######## fir_mac_filter ########
fir_mac_filter, the metal 1 layer:
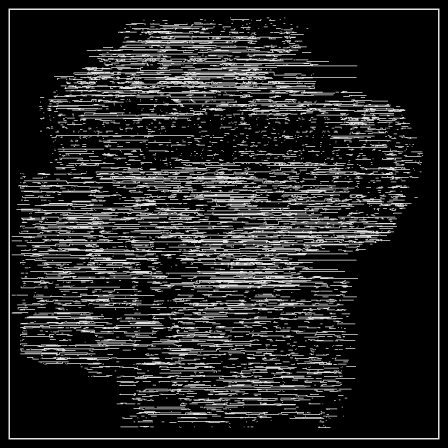
fir_mac_filter, signal wires on met2:
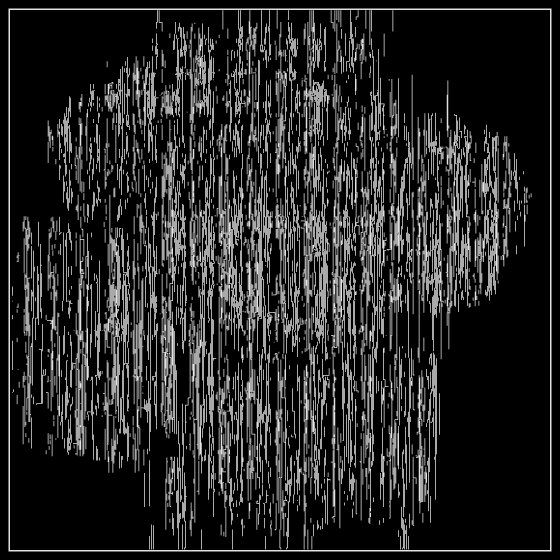
`src/rtl/fir_pkg.sv`:
```
// Shared types and helpers for the shared-MAC FIR filter.
package fir_pkg;

    typedef enum logic [1:0] {
        IDLE = 2'd0,
        MAC  = 2'd1,
        OUT  = 2'd2
    } fir_state_t;

    // Working width for saturation; the accumulator is sign-extended into it.
    localparam int SAT_W = 64;

    // Accumulator width: full product plus enough headroom to sum every tap.
    function automatic int acc_width(input int data_w, input int coef_w, input int taps);
        return data_w + coef_w + $clog2(taps);
    endfunction

    // Clamp a wide signed value into the signed range of data_w bits.
    function automatic logic signed [SAT_W-1:0] saturate(
        input logic signed [SAT_W-1:0] val,
        input int                      data_w
    );
        logic signed [SAT_W-1:0] max_v;
        logic signed [SAT_W-1:0] min_v;
        max_v = (64'sd1 <<< (data_w - 1)) - 64'sd1;
        min_v = -(64'sd1 <<< (data_w - 1));
        if (val > max_v) begin
            return max_v;
        end else if (val < min_v) begin
            return min_v;
        end
        return val;
    endfunction

endpackage

```
`src/rtl/fir_coef_bank.sv`:
```
// Runtime-loadable coefficient register file with write range/idle check.
module fir_coef_bank
    import fir_pkg::*;
#(
    parameter int COEF_W = 16,
    parameter int TAPS   = 8,
    parameter int IDX_W  = $clog2(TAPS)
) (
    input  logic                     clk,
    input  logic                     rst,
    input  logic                     i_wr,
    input  logic                     i_wr_allow,
    input  logic        [IDX_W-1:0]  i_addr,
    input  logic signed [COEF_W-1:0] i_data,
    input  logic        [IDX_W-1:0]  i_rd_idx,
    output logic signed [COEF_W-1:0] o_rd_data,
    output logic                     o_err
);

    logic signed [COEF_W-1:0] r_coef [TAPS];
    logic                     r_err;
    logic                     w_in_range;
    logic                     w_accept;

    // The index port may be wider than needed when TAPS is not a power of two.
    assign w_in_range = (32'(i_addr) < TAPS);
    assign w_accept   = i_wr & i_wr_allow & w_in_range;

    // Coefficient storage and one-cycle rejection pulse.
    always_ff @(posedge clk) begin
        if (rst) begin
            for (int k = 0; k < TAPS; k++) begin
                r_coef[k] <= '0;
            end
            r_err <= 1'b0;
        end else begin
            r_err <= i_wr & ~w_accept;
            if (w_accept) begin
                r_coef[i_addr] <= i_data;
            end
        end
    end

    assign o_rd_data = r_coef[i_rd_idx];
    assign o_err     = r_err;

endmodule

```
`src/rtl/fir_mac_filter.sv`:
```
// Direct-form N-tap FIR: one sample in, TAPS serial MAC cycles, one result out.
module fir_mac_filter
    import fir_pkg::*;
#(
    parameter int DATA_W = 16,
    parameter int COEF_W = 16,
    parameter int TAPS   = 8,
    parameter int SHIFT  = 15
) (
    input  logic                       clk,
    input  logic                       rst,
    input  logic                       i_coef_wr,
    input  logic [$clog2(TAPS)-1:0]    i_coef_addr,
    input  logic signed [COEF_W-1:0]   i_coef_data,
    output logic                       o_coef_err,
    input  logic                       i_in_valid,
    output logic                       o_in_ready,
    input  logic signed [DATA_W-1:0]   i_in_data,
    output logic                       o_out_valid,
    input  logic                       i_out_ready,
    output logic signed [DATA_W-1:0]   o_out_data,
    output logic                       o_busy
);

    localparam int ACC_W = acc_width(DATA_W, COEF_W, TAPS);
    localparam int IDX_W = $clog2(TAPS);

    fir_state_t               r_state;
    logic signed [DATA_W-1:0] r_x [TAPS];
    logic signed [ACC_W-1:0]  r_acc;
    logic        [IDX_W-1:0]  r_idx;
    logic                     r_in_ready;
    logic                     r_out_valid;
    logic signed [DATA_W-1:0] r_out_data;
    logic                     r_busy;

    logic signed [COEF_W-1:0] w_coef;
    logic signed [ACC_W-1:0]  w_x_ext;
    logic signed [ACC_W-1:0]  w_c_ext;
    logic signed [ACC_W-1:0]  w_prod;
    logic signed [ACC_W-1:0]  w_acc_next;
    logic signed [ACC_W-1:0]  w_shifted;
    logic signed [SAT_W-1:0]  w_sat;
    logic                     w_last_tap;
    logic                     w_idle;
    logic [SAT_W-DATA_W-1:0]  w_unused_sat_hi;

    assign w_idle = (r_state == IDLE);

    fir_coef_bank #(
        .COEF_W (COEF_W),
        .TAPS   (TAPS),
        .IDX_W  (IDX_W)
    ) u_coef_bank (
        .clk        (clk),
        .rst        (rst),
        .i_wr       (i_coef_wr),
        .i_wr_allow (w_idle),
        .i_addr     (i_coef_addr),
        .i_data     (i_coef_data),
        .i_rd_idx   (r_idx),
        .o_rd_data  (w_coef),
        .o_err      (o_coef_err)
    );

    // Operands are sign-extended to the accumulator width, so the product
    // and the running sum can never wrap.
    assign w_x_ext    = ACC_W'(r_x[r_idx]);
    assign w_c_ext    = ACC_W'(w_coef);
    assign w_prod     = w_x_ext * w_c_ext;
    assign w_acc_next = r_acc + w_prod;
    assign w_shifted  = w_acc_next >>> SHIFT;
    assign w_last_tap = (r_idx == IDX_W'(TAPS - 1));

    // The final term is folded in on the same edge that registers the result.
    assign w_sat           = saturate(SAT_W'(w_shifted), DATA_W);
    assign w_unused_sat_hi = w_sat[SAT_W-1:DATA_W];

    // Sequencer: sample capture, serial MAC over all taps, output handshake.
    always_ff @(posedge clk) begin
        if (rst) begin
            r_state     <= IDLE;
            for (int k = 0; k < TAPS; k++) begin
                r_x[k] <= '0;
            end
            r_acc       <= '0;
            r_idx       <= '0;
            r_in_ready  <= 1'b1;
            r_out_valid <= 1'b0;
            r_out_data  <= '0;
            r_busy      <= 1'b0;
        end else begin
            case (r_state)
                IDLE: begin
                    if (i_in_valid) begin
                        r_x[0] <= i_in_data;
                        for (int k = TAPS - 1; k > 0; k--) begin
                            r_x[k] <= r_x[k-1];
                        end
                        r_acc      <= '0;
                        r_idx      <= '0;
                        r_in_ready <= 1'b0;
                        r_busy     <= 1'b1;
                        r_state    <= MAC;
                    end
                end
                MAC: begin
                    r_acc <= w_acc_next;
                    if (w_last_tap) begin
                        r_idx       <= '0;
                        r_out_valid <= 1'b1;
                        r_out_data  <= w_sat[DATA_W-1:0];
                        r_state     <= OUT;
                    end else begin
                        r_idx <= r_idx + 1'b1;
                    end
                end
                OUT: begin
                    if (i_out_ready) begin
                        r_out_valid <= 1'b0;
                        r_in_ready  <= 1'b1;
                        r_busy      <= 1'b0;
                        r_state     <= IDLE;
                    end
                end
                default: begin
                    r_out_valid <= 1'b0;
                    r_in_ready  <= 1'b1;
                    r_busy      <= 1'b0;
                    r_state     <= IDLE;
                end
            endcase
        end
    end

    assign o_in_ready  = r_in_ready;
    assign o_out_valid = r_out_valid;
    assign o_out_data  = r_out_data;
    assign o_busy      = r_busy;

endmodule
```
`config.mk`:
```
export PLATFORM = sky130hd
export DESIGN_NAME = fir_mac_filter
export DESIGN_NICKNAME = d
export VERILOG_FILES = /design/src/rtl/fir_pkg.sv /design/src/rtl/fir_coef_bank.sv /design/src/rtl/fir_mac_filter.sv
export SDC_FILE = /design/constraint.sdc
export NUM_CORES = 1
export LEC_CHECK = 0
export CORE_MARGIN = 3
export CORE_UTILIZATION = 40
export CTS_CLUSTER_DIAMETER = 120
export DETAILED_ROUTE_END_ITERATION = 10
export GPL_TIMING_DRIVEN = 0
export SYNTH_ARGS = -nofsm -noshare
export SYNTH_HDL_FRONTEND = slang
export SYNTH_SLANG_ARGS = --single-unit
```
`constraint.sdc`:
```
create_clock -name clk -period 11.5 [get_ports clk]
set_clock_uncertainty 0.15 [all_clocks]
set_input_delay 2.3 -clock clk [delete_from_list [all_inputs] [get_ports clk]]
set_output_delay 2.3 -clock clk [all_outputs]
set_load 0.02 [all_outputs]
```
==> impl_metrics.tcl <==
# yosys + openroad results
set metrics [dict create \
    peakVddDrop_mv 0.332 \
    hold_viol 0 \
    reg_top3 "r_x (128), u_coef_bank.r_coef (128), r_acc (35)" \
    clk_share_pct 4.10 \
    post-route-period-util_pct 92.1 \
    final_cell_mix "380 x inv_1, 310 x fa_1, 262 x and2_1, 256 x edfxtp_1, 221 x nor2_1" \
    wl_met3_mm 2.84 \
    top_cell "inv_1" \
    hp-class "reg -> reg" \
    seq-cell-share_pct 31.9 \
    final.clkbuf_count 42 \
    htreeDepth 2 \
    synth_seq_share_pct 35.5 \
    avgSynthCellArea_um2 11.5 \
    ant_nets 0 \
    slew_headroom_pct 15.3 \
    final_util_pct 45.3 \
    met3_usage_pct 2.27 \
    setup_viol_count_final 0 \
    common_cells "380 x inv_1, 310 x fa_1, 262 x and2_1" \
    internal_power_mw 4.35 \
    area_delta_synth_final_pct 11.3 \
    fill_cells 5729 \
    dpl.hpwl_mm 49.0 \
    power_mw 8.52 \
    cp_common_cell "fa_1" \
    syn_area_um2 25200 \
    outcome "completed" \
    rsz0062_at_grt "no" \
    cts-buffers-inserted 35 \
    swShare_pct 49.0 \
]
Notes on 'the metal 1 layer' of fir_mac_filter above:
nets with wire on the layer	2607
wire length on this layer	26.8 mm
main direction	horizontal
share of all routed wire	43%
longest straight run	82.3 µm
DR vias: 16268
WL final: 63.0 mm
M1 GR Usage: 26.2%

Notes on 'signal wires on met2' of fir_mac_filter above:
main direction	vertical
nets with wire on the layer	2469
wire length on this layer	31.3 mm
share of all routed wire	50%
longest straight run	78.5 µm
routing usage on met2: 34.5%

-- logic make-up (layout without fill, tap and decap cells) --
family / count (synthesis) / after routing / synth area share (%)
simple gates: 693 / 693 / 13.6
buf+inv: 463 / 585 / 7.02
fa+ha+maj: 416 / 416 / 29.8
flops: 319 / 319 / 35.5
compound gates: 162 / 162 / 5.03
mux: 113 / 113 / 7.78
xor+xnor: 35 / 35 / 1.30
-- worst max path at each step --
stage                          end  cells past startpoint
global route         o_out_data[3]                     26
CTS                 o_out_data[11]                     26
detailed placement  o_out_data[11]                     26
floorplan           o_out_data[10]                     28
finish               o_out_data[3]                     26
global placement    o_out_data[10]                     24

######## xbus_sequencer_flat ########
File: src/rtl/xbus_pkg.sv
// rtl/xbus_pkg.sv - shared types and constants for the Xosera bus sequencer
package xbus_pkg;

    typedef enum logic [2:0] {
        ST_IDLE   = 3'd0,
        ST_SETUP  = 3'd1,
        ST_STROBE = 3'd2,
        ST_HOLD   = 3'd3,
        ST_DONE   = 3'd4
    } xbus_state_t;

    localparam logic XBUS_EVEN = 1'b0;
    localparam logic XBUS_ODD  = 1'b1;

    typedef struct packed {
        logic        wr;
        logic [3:0]  reg_num;
        logic [15:0] data;
    } xbus_req_t;

endpackage

File: src/rtl/xbus_if.sv
// rtl/xbus_if.sv - requester handshakes and Xosera bus pins of the sequencer
interface xbus_if;
    logic        req0_valid_i;
    logic        req0_ready_o;
    logic        req0_wr_i;
    logic [3:0]  req0_reg_i;
    logic [15:0] req0_data_i;
    logic        rsp0_valid_o;
    logic [15:0] rsp0_data_o;

    logic        req1_valid_i;
    logic        req1_ready_o;
    logic        req1_wr_i;
    logic [3:0]  req1_reg_i;
    logic [15:0] req1_data_i;
    logic        rsp1_valid_o;
    logic [15:0] rsp1_data_o;

    logic        xbus_cs_n_o;
    logic        xbus_rd_nwr_o;
    logic [3:0]  xbus_reg_num_o;
    logic        xbus_bytesel_o;
    logic [7:0]  xbus_data_o;
    logic [7:0]  xbus_data_i;
    logic        busy_o;

    modport slave (
        input  req0_valid_i, req0_wr_i, req0_reg_i, req0_data_i,
        input  req1_valid_i, req1_wr_i, req1_reg_i, req1_data_i,
        input  xbus_data_i,
        output req0_ready_o, rsp0_valid_o, rsp0_data_o,
        output req1_ready_o, rsp1_valid_o, rsp1_data_o,
        output xbus_cs_n_o, xbus_rd_nwr_o, xbus_reg_num_o, xbus_bytesel_o, xbus_data_o,
        output busy_o
    );

    modport master (
        output req0_valid_i, req0_wr_i, req0_reg_i, req0_data_i,
        output req1_valid_i, req1_wr_i, req1_reg_i, req1_data_i,
        output xbus_data_i,
        input  req0_ready_o, rsp0_valid_o, rsp0_data_o,
        input  req1_ready_o, rsp1_valid_o, rsp1_data_o,
        input  xbus_cs_n_o, xbus_rd_nwr_o, xbus_reg_num_o, xbus_bytesel_o, xbus_data_o,
        input  busy_o
    );
endinterface

File: src/rtl/xbus_arbiter2.sv
// rtl/xbus_arbiter2.sv - two-way grant logic, round-robin when XBUS_ROUND_ROBIN_EN is defined
module xbus_arbiter2 (
`ifdef XBUS_ROUND_ROBIN_EN
    input  logic       clk,
    input  logic       reset_ni,
    input  logic       accept_i,
`endif
    input  logic [1:0] valid_i,
    output logic [1:0] grant_o
);

`ifdef XBUS_ROUND_ROBIN_EN
    // last_q holds the port granted most recently; starts at 1 so port 0 wins first
    logic last_q;
    logic last_d;

    // grant the port that was not served last when both request
    always_comb begin
        grant_o = valid_i;
        if (valid_i[0] && valid_i[1]) begin
            grant_o = last_q ? 2'b01 : 2'b10;
        end
    end

    // pointer follows each accepted grant
    always_comb begin
        last_d = last_q;
        if (accept_i) begin
            last_d = grant_o[1];
        end
    end

    // pointer register
    always_ff @(posedge clk or negedge reset_ni) begin
        if (!reset_ni) begin
            last_q <= 1'b1;
        end else begin
            last_q <= last_d;
        end
    end
`else
    // fixed priority: port 0 always wins
    always_comb begin
        grant_o    = 2'b00;
        grant_o[0] = valid_i[0];
        grant_o[1] = valid_i[1] & ~valid_i[0];
    end
`endif

endmodule

File: src/rtl/xbus_sequencer.sv
// rtl/xbus_sequencer.sv - arbitrates two requesters and runs even/odd Xosera byte cycles (XBUS_ROUND_ROBIN_EN selects round-robin)
module xbus_sequencer #(
    parameter int SETUP_CYCLES  = 1,
    parameter int STROBE_CYCLES = 2,
    parameter int HOLD_CYCLES   = 1
) (
    input  logic    clk,
    input  logic    reset_ni,
    xbus_if.slave   bus
);
    import xbus_pkg::*;

    if (SETUP_CYCLES < 0 || SETUP_CYCLES > 7) begin : g_bad_setup
        $error("xbus_sequencer: SETUP_CYCLES must be 0..7");
    end
    if (STROBE_CYCLES < 1 || STROBE_CYCLES > 7) begin : g_bad_strobe
        $error("xbus_sequencer: STROBE_CYCLES must be 1..7");
    end
    if (HOLD_CYCLES < 0 || HOLD_CYCLES > 7) begin : g_bad_hold
        $error("xbus_sequencer: HOLD_CYCLES must be 0..7");
    end

    // terminal counts; unused when the matching state is skipped
    localparam logic [2:0] SETUP_LAST  = 3'(SETUP_CYCLES - 1);
    localparam logic [2:0] STROBE_LAST = 3'(STROBE_CYCLES - 1);
    localparam logic [2:0] HOLD_LAST   = 3'(HOLD_CYCLES - 1);

    xbus_state_t state_q, state_d;
    logic [2:0]  cnt_q, cnt_d;
    logic        phase_q, phase_d;
    logic        port_q, port_d;
    xbus_req_t   req_q, req_d;
    logic [15:0] rdata_q, rdata_d;
    logic [15:0] rsp0_data_q, rsp0_data_d;
    logic [15:0] rsp1_data_q, rsp1_data_d;

    logic [1:0]  grant;
    logic        idle;
    logic        accept;
    xbus_state_t byte_first;

    assign idle   = (state_q == ST_IDLE);
    assign accept = idle & (|grant);

    xbus_arbiter2 u_arb (
`ifdef XBUS_ROUND_ROBIN_EN
        .clk      (clk),
        .reset_ni (reset_ni),
        .accept_i (accept),
`endif
        .valid_i  ({bus.req1_valid_i, bus.req0_valid_i}),
        .grant_o  (grant)
    );

    // ready only while idle, never to both ports
    assign bus.req0_ready_o = idle & grant[0];
    assign bus.req1_ready_o = idle & grant[1];

    // each byte starts in SETUP unless it has zero length
    always_comb begin
        byte_first = ST_STROBE;
        if (SETUP_CYCLES > 0) begin
            byte_first = ST_SETUP;
        end
    end

    // sequencer next state, counters, request latch and read capture
    always_comb begin
        state_d     = state_q;
        cnt_d       = cnt_q;
        phase_d     = phase_q;
        port_d      = port_q;
        req_d       = req_q;
        rdata_d     = rdata_q;
        rsp0_data_d = rsp0_data_q;
        rsp1_data_d = rsp1_data_q;

        case (state_q)
            ST_IDLE: begin
                if (accept) begin
                    port_d  = grant[1];
                    req_d   = grant[1] ? '{wr: bus.req1_wr_i, reg_num: bus.req1_reg_i, data: bus.req1_data_i}
                                       : '{wr: bus.req0_wr_i, reg_num: bus.req0_reg_i, data: bus.req0_data_i};
                    phase_d = XBUS_EVEN;
                    cnt_d   = 3'd0;
                    state_d = byte_first;
                end
            end
            ST_SETUP: begin
                if (cnt_q == SETUP_LAST) begin
                    cnt_d   = 3'd0;
                    state_d = ST_STROBE;
                end else begin
                    cnt_d = cnt_q + 3'd1;
                end
            end
            ST_STROBE: begin
                if (cnt_q == STROBE_LAST) begin
                    cnt_d = 3'd0;
                    if (!req_q.wr) begin
                        if (phase_q == XBUS_EVEN) begin
                            rdata_d[15:8] = bus.xbus_data_i;
                        end else begin
                            rdata_d[7:0] = bus.xbus_data_i;
                        end
                    end
                    if (HOLD_CYCLES > 0) begin
                        state_d = ST_HOLD;
                    end else if (phase_q == XBUS_EVEN) begin
                        phase_d = XBUS_ODD;
                        state_d = byte_first;
                    end else begin
                        state_d = ST_DONE;
                    end
                end else begin
                    cnt_d = cnt_q + 3'd1;
                end
            end
            ST_HOLD: begin
                if (cnt_q == HOLD_LAST) begin
                    cnt_d = 3'd0;
                    if (phase_q == XBUS_EVEN) begin
                        phase_d = XBUS_ODD;
                        state_d = byte_first;
                    end else begin
                        state_d = ST_DONE;
                    end
                end else begin
                    cnt_d = cnt_q + 3'd1;
                end
            end
            ST_DONE: begin
                cnt_d   = 3'd0;
                state_d = ST_IDLE;
            end
            default: begin
                state_d = ST_IDLE;
            end
        endcase

        // read data becomes visible together with the completion pulse
        if (state_q != ST_DONE && state_d == ST_DONE && !req_q.wr) begin
            if (port_q) begin
                rsp1_data_d = rdata_d;
            end else begin
                rsp0_data_d = rdata_d;
            end
        end
    end

    // state and capture registers
    always_ff @(posedge clk or negedge reset_ni) begin
        if (!reset_ni) begin
            state_q     <= ST_IDLE;
            cnt_q       <= 3'd0;
            phase_q     <= XBUS_EVEN;
            port_q      <= 1'b0;
            req_q       <= '0;
            rdata_q     <= 16'h0000;
            rsp0_data_q <= 16'h0000;
            rsp1_data_q <= 16'h0000;
        end else begin
            state_q     <= state_d;
            cnt_q       <= cnt_d;
            phase_q     <= phase_d;
            port_q      <= port_d;
            req_q       <= req_d;
            rdata_q     <= rdata_d;
            rsp0_data_q <= rsp0_data_d;
            rsp1_data_q <= rsp1_data_d;
        end
    end

    // bus pins decode from state so reset forces cs_n high immediately
    always_comb begin
        logic active;
        active             = (state_q == ST_SETUP) || (state_q == ST_STROBE) || (state_q == ST_HOLD);
        bus.xbus_cs_n_o    = (state_q != ST_STROBE);
        bus.xbus_rd_nwr_o  = active ? ~req_q.wr : 1'b1;
        bus.xbus_reg_num_o = active ? req_q.reg_num : 4'h0;
        bus.xbus_bytesel_o = active ? phase_q : 1'b0;
        bus.xbus_data_o    = 8'h00;
        if (active && req_q.wr) begin
            bus.xbus_data_o = (phase_q == XBUS_ODD) ? req_q.data[7:0] : req_q.data[15:8];
        end
    end

    assign bus.busy_o       = !idle;
    assign bus.rsp0_valid_o = (state_q == ST_DONE) && !port_q;
    assign bus.rsp1_valid_o = (state_q == ST_DONE) && port_q;
    assign bus.rsp0_data_o  = rsp0_data_q;
    assign bus.rsp1_data_o  = rsp1_data_q;

endmodule

File: src/flat_wrapper.sv
// flat-port wrapper written by rule: the top's interface ports become plain ports
module xbus_sequencer_flat import xbus_pkg::*;
#(
    parameter int SETUP_CYCLES  = 1,
    parameter int STROBE_CYCLES = 2,
    parameter int HOLD_CYCLES   = 1
)
  (clk, reset_ni, bus_req0_valid_i, bus_req0_wr_i, bus_req0_reg_i, bus_req0_data_i, bus_req1_valid_i, bus_req1_wr_i, bus_req1_reg_i, bus_req1_data_i, bus_xbus_data_i, bus_req0_ready_o, bus_rsp0_valid_o, bus_rsp0_data_o, bus_req1_ready_o, bus_rsp1_valid_o, bus_rsp1_data_o, bus_xbus_cs_n_o, bus_xbus_rd_nwr_o, bus_xbus_reg_num_o, bus_xbus_bytesel_o, bus_xbus_data_o, bus_busy_o);
  xbus_if bus_i ();
  input  logic clk;
  input  logic reset_ni;
  input wire logic [$bits(bus_i.req0_valid_i)-1:0] bus_req0_valid_i;
  input wire logic [$bits(bus_i.req0_wr_i)-1:0] bus_req0_wr_i;
  input wire logic [$bits(bus_i.req0_reg_i)-1:0] bus_req0_reg_i;
  input wire logic [$bits(bus_i.req0_data_i)-1:0] bus_req0_data_i;
  input wire logic [$bits(bus_i.req1_valid_i)-1:0] bus_req1_valid_i;
  input wire logic [$bits(bus_i.req1_wr_i)-1:0] bus_req1_wr_i;
  input wire logic [$bits(bus_i.req1_reg_i)-1:0] bus_req1_reg_i;
  input wire logic [$bits(bus_i.req1_data_i)-1:0] bus_req1_data_i;
  input wire logic [$bits(bus_i.xbus_data_i)-1:0] bus_xbus_data_i;
  output wire logic [$bits(bus_i.req0_ready_o)-1:0] bus_req0_ready_o;
  output wire logic [$bits(bus_i.rsp0_valid_o)-1:0] bus_rsp0_valid_o;
  output wire logic [$bits(bus_i.rsp0_data_o)-1:0] bus_rsp0_data_o;
  output wire logic [$bits(bus_i.req1_ready_o)-1:0] bus_req1_ready_o;
  output wire logic [$bits(bus_i.rsp1_valid_o)-1:0] bus_rsp1_valid_o;
  output wire logic [$bits(bus_i.rsp1_data_o)-1:0] bus_rsp1_data_o;
  output wire logic [$bits(bus_i.xbus_cs_n_o)-1:0] bus_xbus_cs_n_o;
  output wire logic [$bits(bus_i.xbus_rd_nwr_o)-1:0] bus_xbus_rd_nwr_o;
  output wire logic [$bits(bus_i.xbus_reg_num_o)-1:0] bus_xbus_reg_num_o;
  output wire logic [$bits(bus_i.xbus_bytesel_o)-1:0] bus_xbus_bytesel_o;
  output wire logic [$bits(bus_i.xbus_data_o)-1:0] bus_xbus_data_o;
  output wire logic [$bits(bus_i.busy_o)-1:0] bus_busy_o;
  assign bus_i.req0_valid_i = bus_req0_valid_i;
  assign bus_i.req0_wr_i = bus_req0_wr_i;
  assign bus_i.req0_reg_i = bus_req0_reg_i;
  assign bus_i.req0_data_i = bus_req0_data_i;
  assign bus_i.req1_valid_i = bus_req1_valid_i;
  assign bus_i.req1_wr_i = bus_req1_wr_i;
  assign bus_i.req1_reg_i = bus_req1_reg_i;
  assign bus_i.req1_data_i = bus_req1_data_i;
  assign bus_i.xbus_data_i = bus_xbus_data_i;
  assign bus_req0_ready_o = bus_i.req0_ready_o;
  assign bus_rsp0_valid_o = bus_i.rsp0_valid_o;
  assign bus_rsp0_data_o = bus_i.rsp0_data_o;
  assign bus_req1_ready_o = bus_i.req1_ready_o;
  assign bus_rsp1_valid_o = bus_i.rsp1_valid_o;
  assign bus_rsp1_data_o = bus_i.rsp1_data_o;
  assign bus_xbus_cs_n_o = bus_i.xbus_cs_n_o;
  assign bus_xbus_rd_nwr_o = bus_i.xbus_rd_nwr_o;
  assign bus_xbus_reg_num_o = bus_i.xbus_reg_num_o;
  assign bus_xbus_bytesel_o = bus_i.xbus_bytesel_o;
  assign bus_xbus_data_o = bus_i.xbus_data_o;
  assign bus_busy_o = bus_i.busy_o;
  xbus_sequencer #(.SETUP_CYCLES(SETUP_CYCLES), .STROBE_CYCLES(STROBE_CYCLES), .HOLD_CYCLES(HOLD_CYCLES)) u_core (.clk(clk), .reset_ni(reset_ni), .bus(bus_i));
endmodule
File: config.mk
export PLATFORM = sky130hd
export DESIGN_NAME = xbus_sequencer_flat
export DESIGN_NICKNAME = d
export VERILOG_FILES = /design/src/rtl/xbus_pkg.sv /design/src/rtl/xbus_if.sv /design/src/rtl/xbus_arbiter2.sv /design/src/rtl/xbus_sequencer.sv /design/src/flat_wrapper.sv
export SDC_FILE = /design/constraint.sdc
export NUM_CORES = 1
export LEC_CHECK = 0
export CORE_MARGIN = 5
export CORE_UTILIZATION = 40
export DETAILED_ROUTE_END_ITERATION = 10
export PLACE_DENSITY = 0.7
export SYNTH_ARGS = -nofsm -noshare
export SYNTH_HDL_FRONTEND = slang
export SYNTH_SLANG_ARGS = --single-unit
File: constraint.sdc
create_clock -name clk -period 3.9 [get_ports clk]
set_input_delay 0.78 -clock clk [delete_from_list [all_inputs] [get_ports clk]]
set_output_delay 0.78 -clock clk [all_outputs]
set_load 0.1 [all_outputs]
xbus_sequencer_flat, the metal 1 layer:
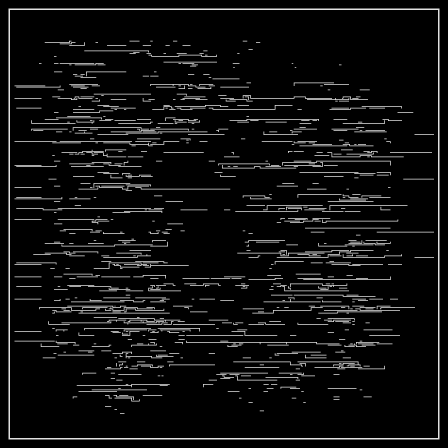
nets with wire on the layer	418
longest straight run	31.7 µm
wire length on this layer	3410 µm
DR vias: 2660
M1 GR Usage: 18.1%
WL final: 7.67 mm

==> impl_metrics.tcl <==
# yosys + openroad results
set metrics [dict create \
    cap_violations 0 \
    worstPathCellList "nor3_1, inv_1, clkdlybuf4s50_1" \
    crit_path_end_kind "primary output" \
    ant_nets 0 \
    rsz0062_at_grt "no" \
    synth_warnings 0 \
    xor_share_pct 0.246 \
    cts.path.max_buffers 2 \
    warning_count 28 \
    required_ps 3120 \
    slowest_stage "clkdlybuf4s50_1" \
    met2_length_mm 3.43 \
    cts-root-buf "clkbuf_8" \
    post_drt_via_cell_ratio 4.81 \
    gp_congestion 0.782 \
    final_util_pct 55.6 \
    drive_gt1_share_pct 16.4 \
    cp.depth 3 \
    outcome "completed" \
    diodes 0 \
    die_y_um 104 \
    ys_sh_aoi_pct 14.0 \
    async_reset_ff_share_pct 100 \
    dpl.hpwl_mm 5.66 \
    crit_path_end "bus_busy_o" \
    setup_viol_count_final 0 \
    r2r-start "u_core.phase_q" \
    htreeDepth 3 \
    cts_hold_buf 0 \
    fin_setup_tns_ps 0 \
    area_delta_synth_final_pct 35.5 \
    hp-class "reg -> reg" \
    clock_latency_ps 340 \
    core_region_area_um2 8680 \
    synthCells 341 \
    path_max_fanout 13 \
    hold_viol 0 \
    final_nets 497 \
    yosys_area_um2 3560 \
    final_cell_mix "86 x clkdlybuf4s50_1, 77 x dfrtp_1, 47 x nor2_1, 41 x nand2_1, 29 x mux2i_1" \
    avgSynthCellArea_um2 10.4 \
    die_x_um 104 \
    cp_top_family "buffers and inverters" \
    grt-busiest-layer "met2" \
]
xbus_sequencer_flat, signal wires on met2:
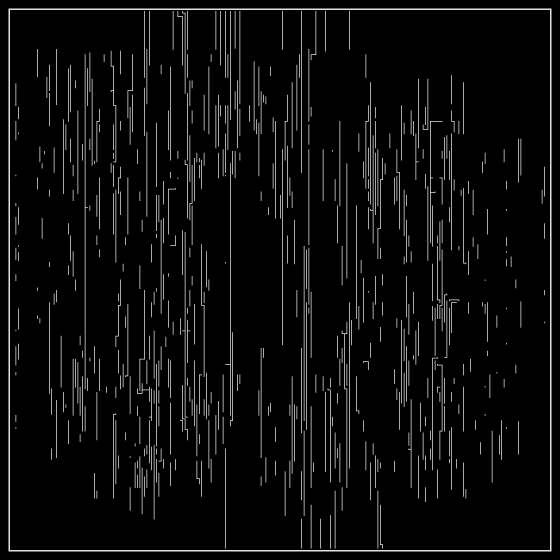
longest straight run	64.6 µm
main direction	vertical
share of all routed wire	45%
nets with wire on the layer	396
wire length on this layer	3430 µm
routing usage on met2: 22.1%

## sequential cells by signal, indices dropped and copies added, names as in the netlist
name / count
u_core.req_q: 21
u_core.bus.rsp0_data_o: 16
u_core.bus.rsp1_data_o: 16
u_core.rdata_q: 16
u_core.cnt_q: 3
u_core.state_q: 3
u_core.phase_q: 1
u_core.port_q: 1
## layout make-up
class                      count  area [µm²]  area share, %
clock inverter                 5        57.6           1.19
clock buffer                  11         151           3.14
tap                          108         135           2.80
timing repair buffer         109        1030           21.4
multi-input combinational    230        1470           30.5
sequential                    77        1930           40.0
inverter                      13        48.8           1.01


==> gallery <==
Congestion heat map.
image #1
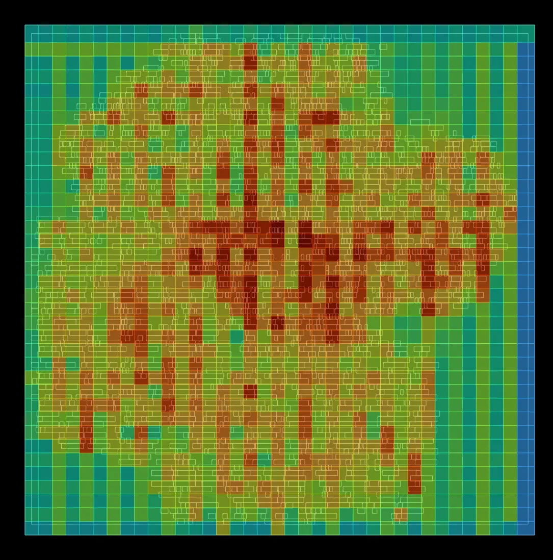
image #2
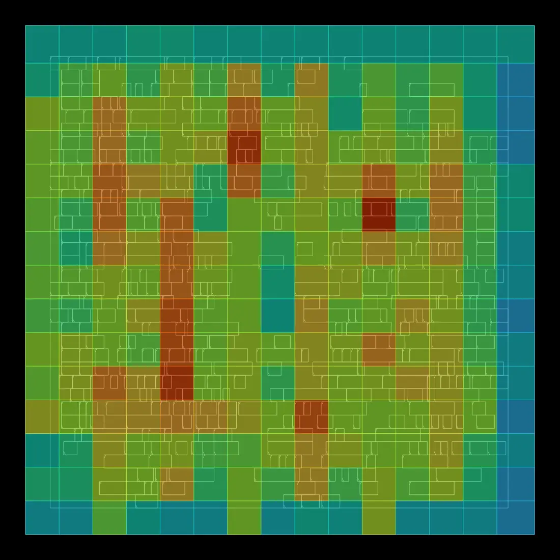
Image #2 is xbus_sequencer_flat.
Image #1 is fir_mac_filter.
- highest utilization: image #2

